######## block 1 ########
Block 1, track usage over the die:
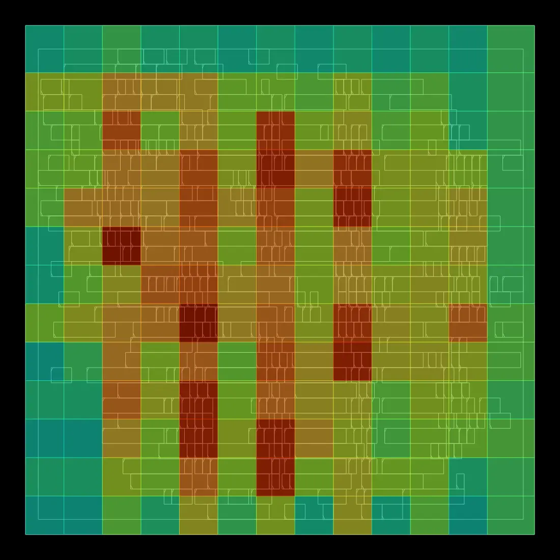

## src/rtl/uart_pkg.sv

```systemverilog
// uart_pkg: shared UART receive-path constants and rx FIFO entry layout.
package uart_pkg;
    localparam int DATA_W      = 8;
    localparam int RX_DATA_LSB = 0;
    localparam int RX_PAR_BIT  = 8;
    localparam int RX_STP_BIT  = 9;
    localparam int RX_ENTRY_W  = DATA_W + 2;
endpackage

```

## src/rtl/rx_frame_fifo_if.sv

```systemverilog
// rx_frame_fifo_if: receiver-side capture, host-side drain and status signals of the rx frame FIFO.
// ERR_DROP_CNT exists only when RX_FIFO_DROP_ERR_EN is defined.
interface rx_frame_fifo_if #(
    parameter int DATA_W = uart_pkg::DATA_W,
    parameter int DEPTH  = 8
);
    localparam int CNT_W = $clog2(DEPTH) + 1;
    logic [DATA_W-1:0] P_DATA;
    logic              DATA_VLD;
    logic              PAR_ERR;
    logic              STP_ERR;
    logic [DATA_W-1:0] RD_DATA;
    logic              RD_PAR_ERR;
    logic              RD_STP_ERR;
    logic              RD_VALID;
    logic              RD_READY;
    logic [CNT_W-1:0]  FIFO_CNT;
    logic              FULL;
    logic              OVERRUN;
    logic              CLR_OVR;
`ifdef RX_FIFO_DROP_ERR_EN
    logic [7:0]        ERR_DROP_CNT;
`endif

    modport master (
        output P_DATA, DATA_VLD, PAR_ERR, STP_ERR, RD_READY, CLR_OVR,
        input  RD_DATA, RD_PAR_ERR, RD_STP_ERR, RD_VALID, FIFO_CNT, FULL, OVERRUN
`ifdef RX_FIFO_DROP_ERR_EN
        , ERR_DROP_CNT
`endif
    );

    modport slave (
        input  P_DATA, DATA_VLD, PAR_ERR, STP_ERR, RD_READY, CLR_OVR,
        output RD_DATA, RD_PAR_ERR, RD_STP_ERR, RD_VALID, FIFO_CNT, FULL, OVERRUN
`ifdef RX_FIFO_DROP_ERR_EN
        , ERR_DROP_CNT
`endif
    );
endinterface

```

## src/rtl/rx_vld_edge.sv

```systemverilog
// rx_vld_edge: turns the receiver's data-valid pulse or level into a single push strobe.
module rx_vld_edge (
    input  logic clk,
    input  logic rst,
    input  logic vld,
    output logic push_req
);
    logic vld_d;

    always_ff @(posedge clk or posedge rst)
        if (rst) vld_d <= 1'b0;
        else     vld_d <= vld;

    assign push_req = vld & ~vld_d;
endmodule

```

## src/rtl/rx_frame_fifo.sv

```systemverilog
// rx_frame_fifo: show-ahead FIFO buffering received UART frames with their error flags.
// Optional RX_FIFO_DROP_ERR_EN discards errored frames and counts them on ERR_DROP_CNT.
module rx_frame_fifo #(
    parameter  int DATA_W = uart_pkg::DATA_W,
    parameter  int DEPTH  = 8,
    localparam int CNT_W  = $clog2(DEPTH) + 1
) (
    input logic            clk,
    input logic            ARST,
    rx_frame_fifo_if.slave bus
);
    localparam int PTR_W   = $clog2(DEPTH);
    localparam int ENTRY_W = DATA_W + 2;

    logic [ENTRY_W-1:0] mem [DEPTH];
    logic [ENTRY_W-1:0] head;
    logic [PTR_W-1:0]   wr_ptr, rd_ptr;
    logic [CNT_W-1:0]   cnt;
    logic               ovr, push_req, push_ok, full, empty, pop, wr_en, ovr_evt;

    rx_vld_edge u_edge (
        .clk      (clk),
        .rst      (ARST),
        .vld      (bus.DATA_VLD),
        .push_req (push_req)
    );

`ifdef RX_FIFO_DROP_ERR_EN
    logic       err_frame;
    logic [7:0] drop_cnt;

    assign err_frame = push_req & (bus.PAR_ERR | bus.STP_ERR);
    assign push_ok   = push_req & ~err_frame;

    // clear still records a discard arriving in the same cycle
    always_ff @(posedge clk or posedge ARST)
        if (ARST)             drop_cnt <= '0;
        else if (bus.CLR_OVR) drop_cnt <= 8'(err_frame);
        else if (err_frame && drop_cnt != 8'hFF) drop_cnt <= drop_cnt + 8'd1;

    assign bus.ERR_DROP_CNT = drop_cnt;
`else
    assign push_ok = push_req;
`endif

    assign full    = cnt == CNT_W'(DEPTH);
    assign empty   = cnt == '0;
    assign pop     = ~empty & bus.RD_READY;
    // a pop frees the slot in the same cycle, so a full FIFO can still accept
    assign wr_en   = push_ok & (~full | pop);
    assign ovr_evt = push_ok & full & ~pop;

    always_ff @(posedge clk)
        if (wr_en) mem[wr_ptr] <= {bus.STP_ERR, bus.PAR_ERR, bus.P_DATA};

    always_ff @(posedge clk or posedge ARST)
        if (ARST) begin
            wr_ptr <= '0;
            rd_ptr <= '0;
            cnt    <= '0;
            ovr    <= 1'b0;
        end else begin
            wr_ptr <= wr_ptr + PTR_W'(wr_en);
            rd_ptr <= rd_ptr + PTR_W'(pop);
            cnt    <= cnt + CNT_W'(wr_en) - CNT_W'(pop);
            ovr    <= ovr_evt ? 1'b1 : bus.CLR_OVR ? 1'b0 : ovr;
        end

    assign head           = empty ? '0 : mem[rd_ptr];
    assign bus.RD_DATA    = head[DATA_W-1:0];
    assign bus.RD_PAR_ERR = head[DATA_W];
    assign bus.RD_STP_ERR = head[DATA_W+1];
    assign bus.RD_VALID   = ~empty;
    assign bus.FIFO_CNT   = cnt;
    assign bus.FULL       = full;
    assign bus.OVERRUN    = ovr;
endmodule

```

## src/flat_wrapper.sv

```systemverilog
// flat-port wrapper written by rule: the top's interface ports become plain ports
module rx_frame_fifo_flat 
#(
    parameter  int DATA_W = uart_pkg::DATA_W,
    parameter  int DEPTH  = 8,
    localparam int CNT_W  = $clog2(DEPTH) + 1
)
  (clk, ARST, bus_P_DATA, bus_DATA_VLD, bus_PAR_ERR, bus_STP_ERR, bus_RD_READY, bus_CLR_OVR, bus_RD_DATA, bus_RD_PAR_ERR, bus_RD_STP_ERR, bus_RD_VALID, bus_FIFO_CNT, bus_FULL, bus_OVERRUN);
  rx_frame_fifo_if #(.DATA_W(DATA_W), .DEPTH(DEPTH)) bus_i ();
  input logic clk;
  input logic ARST;
  input wire logic [$bits(bus_i.P_DATA)-1:0] bus_P_DATA;
  input wire logic [$bits(bus_i.DATA_VLD)-1:0] bus_DATA_VLD;
  input wire logic [$bits(bus_i.PAR_ERR)-1:0] bus_PAR_ERR;
  input wire logic [$bits(bus_i.STP_ERR)-1:0] bus_STP_ERR;
  input wire logic [$bits(bus_i.RD_READY)-1:0] bus_RD_READY;
  input wire logic [$bits(bus_i.CLR_OVR)-1:0] bus_CLR_OVR;
  output wire logic [$bits(bus_i.RD_DATA)-1:0] bus_RD_DATA;
  output wire logic [$bits(bus_i.RD_PAR_ERR)-1:0] bus_RD_PAR_ERR;
  output wire logic [$bits(bus_i.RD_STP_ERR)-1:0] bus_RD_STP_ERR;
  output wire logic [$bits(bus_i.RD_VALID)-1:0] bus_RD_VALID;
  output wire logic [$bits(bus_i.FIFO_CNT)-1:0] bus_FIFO_CNT;
  output wire logic [$bits(bus_i.FULL)-1:0] bus_FULL;
  output wire logic [$bits(bus_i.OVERRUN)-1:0] bus_OVERRUN;
  assign bus_i.P_DATA = bus_P_DATA;
  assign bus_i.DATA_VLD = bus_DATA_VLD;
  assign bus_i.PAR_ERR = bus_PAR_ERR;
  assign bus_i.STP_ERR = bus_STP_ERR;
  assign bus_i.RD_READY = bus_RD_READY;
  assign bus_i.CLR_OVR = bus_CLR_OVR;
  assign bus_RD_DATA = bus_i.RD_DATA;
  assign bus_RD_PAR_ERR = bus_i.RD_PAR_ERR;
  assign bus_RD_STP_ERR = bus_i.RD_STP_ERR;
  assign bus_RD_VALID = bus_i.RD_VALID;
  assign bus_FIFO_CNT = bus_i.FIFO_CNT;
  assign bus_FULL = bus_i.FULL;
  assign bus_OVERRUN = bus_i.OVERRUN;
  rx_frame_fifo #(.DATA_W(DATA_W), .DEPTH(DEPTH)) u_core (.clk(clk), .ARST(ARST), .bus(bus_i));
endmodule
```

## config.mk

```make
export PLATFORM = sky130hd
export DESIGN_NAME = rx_frame_fifo_flat
export DESIGN_NICKNAME = d
export VERILOG_FILES = /design/src/rtl/uart_pkg.sv /design/src/rtl/rx_frame_fifo_if.sv /design/src/rtl/rx_vld_edge.sv /design/src/rtl/rx_frame_fifo.sv /design/src/flat_wrapper.sv
export SDC_FILE = /design/constraint.sdc
export NUM_CORES = 1
export LEC_CHECK = 0
export ABC_AREA = 1
export CAP_MARGIN = 20
export CORE_MARGIN = 2
export CORE_UTILIZATION = 55
export CTS_CLUSTER_DIAMETER = 150
export CTS_CLUSTER_SIZE = 14
export DETAILED_ROUTE_END_ITERATION = 10
export PLACE_DENSITY = 0.82
export REMOVE_ABC_BUFFERS = 1
export SLEW_MARGIN = 20
export SYNTH_ARGS = -nofsm -noshare
export SYNTH_HDL_FRONTEND = slang
export SYNTH_SLANG_ARGS = --single-unit
```

## constraint.sdc

```tcl
create_clock -name clk -period 6.3 [get_ports clk]
set_clock_uncertainty 0.2 [all_clocks]
set_input_delay 1.26 -clock clk [delete_from_list [all_inputs] [get_ports clk]]
set_output_delay 1.26 -clock clk [all_outputs]
set_load 0.02 [all_outputs]
```

######## block 2 ########
### src/rtl/div_pkg.sv
// Shared types and defaults for the sequential non-restoring divider.
package div_pkg;

  localparam int DIV_WIDTH = 16;

  typedef enum logic [1:0] {
    IDLE = 2'd0,
    RUN  = 2'd1,
    FIX  = 2'd2,
    DONE = 2'd3
  } div_state_e;

endpackage

### src/rtl/cas_row.sv
// Controlled add/subtract row: ctrl=1 gives a-b, ctrl=0 gives a+b, modulo 2^N.
module cas_row #(
  parameter int N = 17
) (
  input  logic [N-1:0] a,
  input  logic [N-1:0] b,
  input  logic         ctrl,
  output logic [N-1:0] s
);

  // Subtraction as a + ~b + 1: invert b with ctrl and feed ctrl in as carry.
  logic [N-1:0] b_x;
  logic [N-1:0] cin;

  assign b_x = b ^ {N{ctrl}};
  assign cin = {{(N-1){1'b0}}, ctrl};
  assign s   = a + b_x + cin;

endmodule

### src/rtl/nr_seq_divider.sv
// Sequential unsigned non-restoring divider, one quotient bit per cycle, valid/ready on both sides.
module nr_seq_divider
  import div_pkg::*;
#(
  parameter int WIDTH = DIV_WIDTH
) (
  input  logic             clk,
  input  logic             rst_n,
  input  logic             in_valid,
  output logic             in_ready,
  input  logic [WIDTH-1:0] dividend,
  input  logic [WIDTH-1:0] divisor,
  output logic             out_valid,
  input  logic             out_ready,
  output logic [WIDTH-1:0] quotient,
  output logic [WIDTH-1:0] remainder,
  output logic             div_by_zero
);

  localparam int CW = $clog2(WIDTH) + 1;

  div_state_e       state;
  logic [WIDTH:0]   p;
  logic [WIDTH:0]   d;
  logic [WIDTH-1:0] a;
  logic [CW-1:0]    cnt;

  logic [WIDTH:0]   row_a;
  logic [WIDTH:0]   row_s;
  logic             row_ctrl;

  // One shared row: RUN feeds the shifted {P,A}; FIX adds D back to a negative P.
  always_comb begin
    row_a    = {p[WIDTH-1:0], a[WIDTH-1]};
    row_ctrl = ~p[WIDTH];
    if (state == FIX) begin
      row_a    = p;
      row_ctrl = 1'b0;
    end
  end

  cas_row #(.N(WIDTH + 1)) u_row (
    .a    (row_a),
    .b    (d),
    .ctrl (row_ctrl),
    .s    (row_s)
  );

  assign in_ready = (state == IDLE);

  always_ff @(posedge clk or negedge rst_n) begin
    if (!rst_n) begin
      state       <= IDLE;
      p           <= '0;
      d           <= '0;
      a           <= '0;
      cnt         <= '0;
      out_valid   <= 1'b0;
      quotient    <= '0;
      remainder   <= '0;
      div_by_zero <= 1'b0;
    end else begin
      case (state)
        IDLE: begin
          if (in_valid) begin
            if (divisor == '0) begin
              quotient    <= '1;
              remainder   <= dividend;
              div_by_zero <= 1'b1;
              out_valid   <= 1'b1;
              state       <= DONE;
            end else begin
              d     <= {1'b0, divisor};
              p     <= '0;
              a     <= dividend;
              cnt   <= '0;
              state <= RUN;
            end
          end
        end
        RUN: begin
          p   <= row_s;
          a   <= {a[WIDTH-2:0], ~row_s[WIDTH]};
          cnt <= cnt + 1'b1;
          if (cnt == CW'(WIDTH - 1)) state <= FIX;
        end
        FIX: begin
          quotient    <= a;
          remainder   <= p[WIDTH] ? row_s[WIDTH-1:0] : p[WIDTH-1:0];
          div_by_zero <= 1'b0;
          out_valid   <= 1'b1;
          state       <= DONE;
        end
        DONE: begin
          if (out_ready) begin
            out_valid <= 1'b0;
            state     <= IDLE;
          end
        end
        default: state <= IDLE;
      endcase
    end
  end

endmodule

### config.mk
export PLATFORM = sky130hd
export DESIGN_NAME = nr_seq_divider
export DESIGN_NICKNAME = d
export VERILOG_FILES = /design/src/rtl/div_pkg.sv /design/src/rtl/cas_row.sv /design/src/rtl/nr_seq_divider.sv
export SDC_FILE = /design/constraint.sdc
export NUM_CORES = 1
export LEC_CHECK = 0
export CORE_ASPECT_RATIO = 0.8
export CORE_MARGIN = 8
export CORE_UTILIZATION = 50
export CTS_BUF_LIST = sky130_fd_sc_hd__clkbuf_2
export CTS_CLUSTER_DIAMETER = 80
export CTS_CLUSTER_SIZE = 24
export DETAILED_ROUTE_END_ITERATION = 10
export GPL_TIMING_DRIVEN = 0
export PLACE_DENSITY = 0.79
export SYNTH_ARGS = -nofsm -noshare
export SYNTH_HDL_FRONTEND = slang
export SYNTH_SLANG_ARGS = --single-unit
### constraint.sdc
create_clock -name clk -period 4.7 [get_ports clk]
set_input_delay 0.94 -clock clk [delete_from_list [all_inputs] [get_ports clk]]
set_output_delay 0.94 -clock clk [all_outputs]
set_load 0.02 [all_outputs]
######## block 3 ########
===== config.mk =====
export PLATFORM = sky130hd
export DESIGN_NAME = fb_swap_arbiter
export DESIGN_NICKNAME = d
export VERILOG_FILES = /design/src/rtl/fb_swap_arbiter.sv
export SDC_FILE = /design/constraint.sdc
export NUM_CORES = 1
export LEC_CHECK = 0
export CAP_MARGIN = 20
export CORE_MARGIN = 2
export CORE_UTILIZATION = 28
export DETAILED_ROUTE_END_ITERATION = 10
export SLEW_MARGIN = 0
export SYNTH_ARGS = -nofsm -noshare
export SYNTH_HDL_FRONTEND = slang
export SYNTH_SLANG_ARGS = --single-unit

===== constraint.sdc =====
create_clock -name clk -period 2.8 [get_ports clk]
set_clock_uncertainty 0.05 [all_clocks]
set_input_delay 0.56 -clock clk [delete_from_list [all_inputs] [get_ports clk]]
set_output_delay 0.56 -clock clk [all_outputs]
set_load 0.02 [all_outputs]

===== src/rtl/fb_swap_arbiter.sv =====
// Double-buffered framebuffer write arbiter: round-robin between two writers, vsync-aligned swap, optional clear.
// Grants are combinational; write port and status strobes are registered one cycle after the grant.
module fb_swap_arbiter #(
  parameter int                ADDR_W        = 19,
  parameter int                DATA_W        = 4,
  parameter int                FB_DEPTH      = 307200,
  parameter int                CLEAR_ON_SWAP = 1,
  parameter logic [DATA_W-1:0] CLEAR_COLOR   = '0
) (
  input  logic              clk,
  input  logic              rst_n,
  input  logic              vsync,
  input  logic              frame_done,
  input  logic              req0_valid,
  input  logic [ADDR_W-1:0] req0_addr,
  input  logic [DATA_W-1:0] req0_data,
  output logic              req0_ready,
  input  logic              req1_valid,
  input  logic [ADDR_W-1:0] req1_addr,
  input  logic [DATA_W-1:0] req1_data,
  output logic              req1_ready,
  output logic              wr_en,
  output logic [ADDR_W-1:0] wr_addr,
  output logic [DATA_W-1:0] wr_data,
  output logic              wr_buf,
  output logic              front_sel,
  output logic              swap_pulse,
  output logic              oob_pulse,
  output logic              overrun_pulse,
  output logic              busy
);

  typedef enum logic [1:0] {RUN, WAIT_SWAP, CLEAR} state_t;

  // One extra bit so FB_DEPTH itself is representable for the range compare.
  localparam logic [ADDR_W:0]   DEPTH_EXT = (ADDR_W+1)'(FB_DEPTH);
  localparam logic [ADDR_W-1:0] LAST_ADDR = ADDR_W'(FB_DEPTH - 1);

  state_t            state, state_next;
  logic              vsync_q;
  logic              vsync_rise;
  logic              rr_ptr;
  logic [ADDR_W-1:0] clr_cnt;
  logic              grant;
  logic [ADDR_W-1:0] acc_addr;
  logic [DATA_W-1:0] acc_data;
  logic              in_range;
  logic              swap;
  logic              overrun;
  logic              clr_wr;

  assign vsync_rise = vsync && !vsync_q;
  assign busy       = (state != RUN);
  assign grant      = req0_ready || req1_ready;
  assign acc_addr   = req1_ready ? req1_addr : req0_addr;
  assign acc_data   = req1_ready ? req1_data : req0_data;
  assign in_range   = ({1'b0, acc_addr} < DEPTH_EXT);

  always_comb begin
    state_next = state;
    req0_ready = 1'b0;
    req1_ready = 1'b0;
    swap       = 1'b0;
    overrun    = 1'b0;
    clr_wr     = 1'b0;
    case (state)
      RUN: begin
        if (req0_valid && (!req1_valid || !rr_ptr)) req0_ready = 1'b1;
        else if (req1_valid)                        req1_ready = 1'b1;
        // A vsync edge coinciding with frame_done is consumed here, so the swap waits for the next one.
        if (frame_done) state_next = WAIT_SWAP;
      end
      WAIT_SWAP: begin
        overrun = frame_done;
        if (vsync_rise) begin
          swap       = 1'b1;
          state_next = (CLEAR_ON_SWAP != 0) ? CLEAR : RUN;
        end
      end
      CLEAR: begin
        overrun = frame_done;
        clr_wr  = 1'b1;
        if (clr_cnt == LAST_ADDR) state_next = RUN;
      end
      default: state_next = RUN;
    endcase
  end

  always_ff @(posedge clk or negedge rst_n) begin
    if (!rst_n) begin
      state         <= RUN;
      vsync_q       <= 1'b1;
      rr_ptr        <= 1'b0;
      clr_cnt       <= '0;
      front_sel     <= 1'b0;
      wr_en         <= 1'b0;
      wr_addr       <= '0;
      wr_data       <= '0;
      wr_buf        <= 1'b1;
      swap_pulse    <= 1'b0;
      oob_pulse     <= 1'b0;
      overrun_pulse <= 1'b0;
    end else begin
      state         <= state_next;
      vsync_q       <= vsync;
      swap_pulse    <= swap;
      overrun_pulse <= overrun;
      oob_pulse     <= grant && !in_range;
      wr_buf        <= ~front_sel;
      if (grant) rr_ptr <= req0_ready;
      if (clr_wr) begin
        wr_en   <= 1'b1;
        wr_addr <= clr_cnt;
        wr_data <= CLEAR_COLOR;
        clr_cnt <= (clr_cnt == LAST_ADDR) ? '0 : clr_cnt + ADDR_W'(1);
      end else if (grant && in_range) begin
        wr_en   <= 1'b1;
        wr_addr <= acc_addr;
        wr_data <= acc_data;
      end else begin
        wr_en   <= 1'b0;
      end
      if (swap) begin
        front_sel <= ~front_sel;
        clr_cnt   <= '0;
      end
    end
  end

endmodule


Block 3, cells by drive strength:
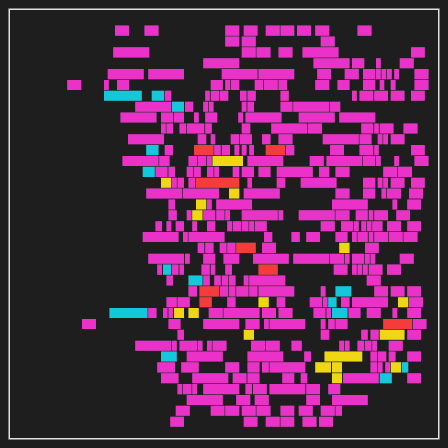
Key: x3 and x4 = yellow [cells 17, share 4.2%]; x2 = cyan [cells 14, share 3.5%]; x6 and larger = red [cells 8, share 2.0%]; x1 and smaller = magenta [cells 363, share 90%]

==> reports/qor.txt, block 3 <==
status -> completed
slowest stage cell, crit path -> clkdlybuf4s50_1
initial antenna violation count -> 0
Top logic family -> simple AND/OR/NAND/NOR gates
reg2reg path depth -> 7
Final Critical Period -> 2.704 ns
via count -> 2734
Sw Pwr -> 1.300 mW
vias per cell -> 5.082
Yosys top cell by instances -> nand2_1
Synth Area in XOR/XNOR -> 2.351%
Worst Path Arrival -> 2.09 ns
mux cell area share after synthesis -> 2.771%
Seq group -> 1.15 mW
# port buffers -> 83
power per cell area -> 809.6 mW/mm²
Reg2Reg Launch Point -> state[1]
flop count -> 52
ClkCell Share -> 2.793%
met1 wire length -> 3.895 mm
total global-route track usage -> 14.00%
area growth from synthesis to layout -> 38.29%
VDD IR max -> 0.0002429 V
most common logic cell in the routed design -> clkdlybuf4s50_1
number of synthesized flops with an enable pin -> 0
R2R Setup Slk -> 0.22 ns
Nets at Floorplan -> 373
Comb power frac -> 49.6%
Basic Gates by Area -> 22.59%
final instance area -> 0.004121 mm²
Adder Share, Synth -> 2.099%
Area-dominant class -> combinational gates
CP required -> 2.19 ns
Largest type area fraction -> 41.98%
Late-Pin Clk Latency -> 0.31 ns
clk slew on worst S/H paths -> 0.10 ns
CTS H-tree lvls -> 2
clock buffers -> 5
crit path launch type -> input port
fill count -> 1009
tapcell count -> 136
DRC errors left -> 0
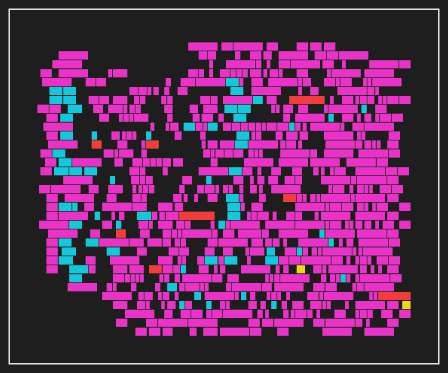
Block 2: cells by drive strength
Key: x2 = cyan [cells 62, share 9.9%]; x6 and larger = red [cells 8, share 1.3%]; x3 and x4 = yellow [cells 2, share 0.32%]; x1 and smaller = magenta [cells 552, share 88%]

==> reports/qor.txt, block 2 <==
status -> completed
flop count -> 90
area growth from synthesis to layout -> 19.98%
WL met2 -> 6.512 mm
critical path class -> register to register
GR peak layer -> met2
Reg with most FFs -> p
CTS Hold Bufs -> 0
Critical R2R Capture -> remainder[7]
Detail Placement HPWL -> 11.52 mm
Nets at Floorplan -> 595
TritonCTS clock tree -> yes
total power -> 5.421 mW
slowest stage cell, crit path -> buf_1
layout cell share with drive strength beyond 1 -> 11.54%
Multi-input gate area -> 0.002705 mm²
Block 1, cells by drive strength:
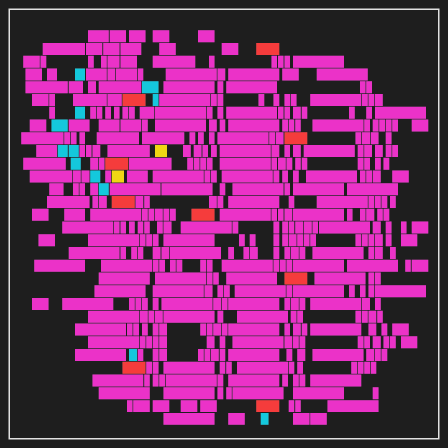
Key: x3 and x4 = yellow [cells 2, share 0.45%]; x1 and smaller = magenta [cells 425, share 95%]; x2 = cyan [cells 12, share 2.7%]; x6 and larger = red [cells 9, share 2.0%]

Block 1, placed cells, one colour a class:
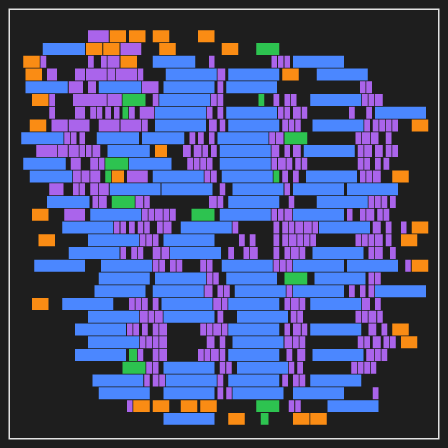
Key: clock drivers and dummy loads = green [cells 15, share of their area 3.3%]; remaining logic cells = purple [cells 308, share of their area 30%]; remaining buffers and delay cells = orange [cells 33, share of their area 7.1%]; registers = blue [cells 92, share of their area 59%]

About 'track usage over the die' of block 1:
met2 Use GR: 33.33%
routing usage on met1: 25.97%
grt met3 use: 3.568%
Layout Utilization: 63.97%
wire per inst: 14.11 µm

==> reports/qor.txt, block 1 <==
initial antenna violation count -> 0
Max-Cap Viols -> 0
final instance area -> 0.004690 mm²
layout cell share with drive strength beyond 1 -> 5.134%
delay-heaviest family, CP -> buffers and inverters
Reg2Reg Launch Point -> u_core.bus.FIFO_CNT[2]
Pint -> 1.208 mW
# IOs -> 32
Comb power -> 0.829 mW
Critical R2R Capture -> u_core.bus.FIFO_CNT[2]
Antenna Cells -> 0
Die Area -> 0.008328 mm²
vias per cell -> 4.984
status -> completed
top cells by count, synth -> nand2_1 (106), inv_1 (95), edfxtp_1 (80), nand3_1 (57), nor2_1 (29)
placed cells -> 532
Post-CTS Setup Inserts -> 0
f_max -> 0.2326 GHz
number of synthesized flops with an enable pin -> 80
Final Critical Period -> 4.300 ns
Post-Syn Area per Cell -> 10.04 µm²
most common logic cell in the routed design -> nand2_1
Hold Startpoint -> u_core.bus.OVERRUN
Non-clk bufs -> 33
max reg flops -> 80
fp util -> 57.13%
crit end category -> primary output
R2R Setup Slk -> 3.61 ns
Top logic family -> simple AND/OR/NAND/NOR gates
Final Hold Fails -> 0
Post-CTS Resized -> 0
Multi-input gate area -> 0.001028 mm²
Largest Pwr Group -> combinational logic
Post-Synthesis Cells -> 417
VDD IR max -> 0.0003109 V
Worst Max-Slew Pin Slew -> 0.8390 ns
vias in the first global route -> 2683
drt total wl -> 7.719 mm
Yosys chip area -> 0.004188 mm²
power share of the clock group -> 16.2%
slowest stage cell, crit path -> dfrtp_1

## Gallery

Local utilization.
(a)
13 x 11 tiles, from black (low) to pale yellow (high), 0 to 100% covered.
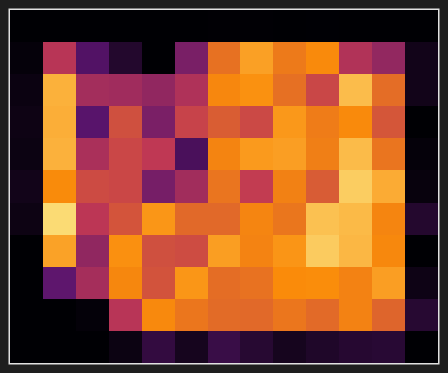
(b)
11 x 11 tiles, from black (low) to pale yellow (high), 0 to 100% covered.
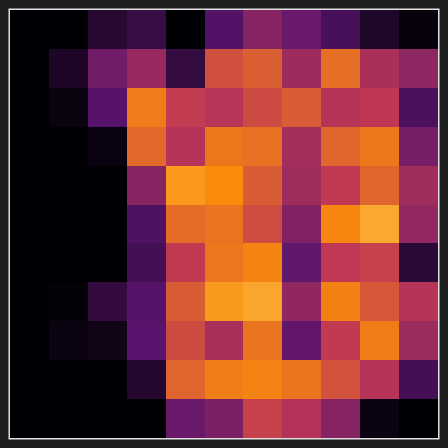
(c)
9 x 9 tiles, from black (low) to pale yellow (high), 0 to 100% covered.
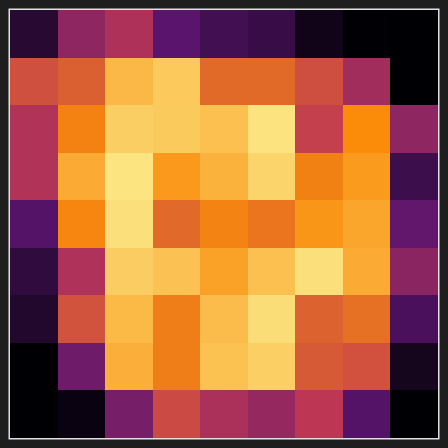
block 1: (c)
block 2: (a)
block 3: (b)
The one with the lowest utilization is (b).

Key to (a):
18% of the tiles are over 75% full. 19% of the tiles are nearly empty. The mean over all tiles is 44%.



==> gallery <==
Sequential cells grouped by signal name.
Other sequential cells in the stronger grey, the rest of the logic in the fainter grey.
Plate I
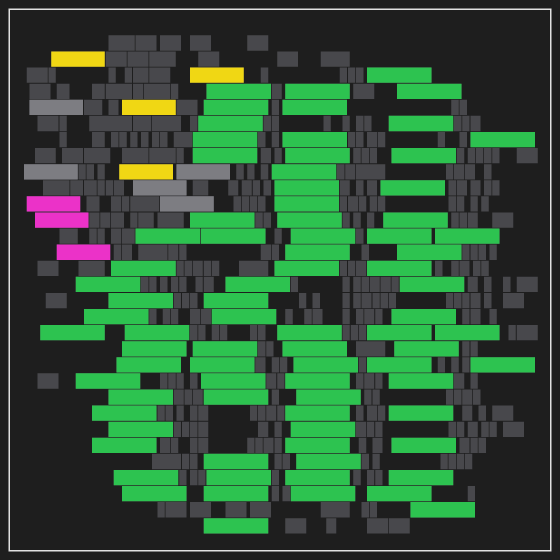
Plate II
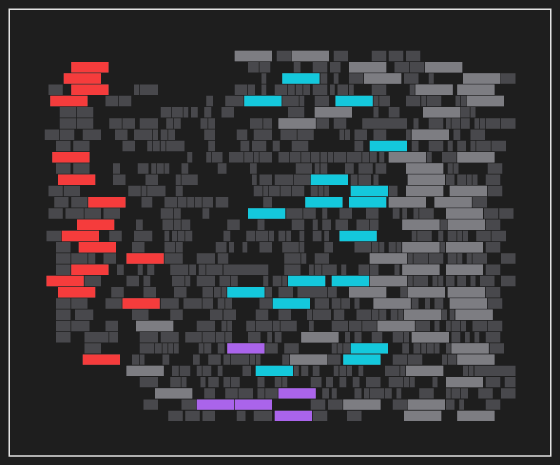
Plate III
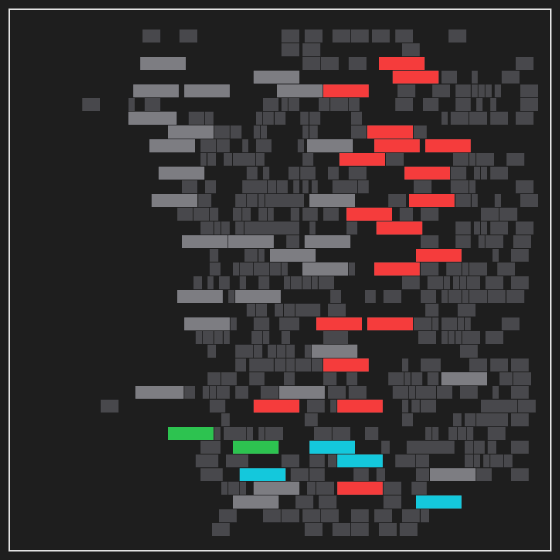
For block 3, see Plate III.
For block 2, see Plate II.
For block 1, see Plate I.
Of these, fewest sequential cells: Plate III

Key to Plate II:
Key: `p` = cyan [placed flops 17]; `d` = red [placed flops 16]; `cnt` = purple [placed flops 5, where bottom centre]
Another 52 sequential cells are not coloured.

Power is estimated from default activity; no workload was simulated.
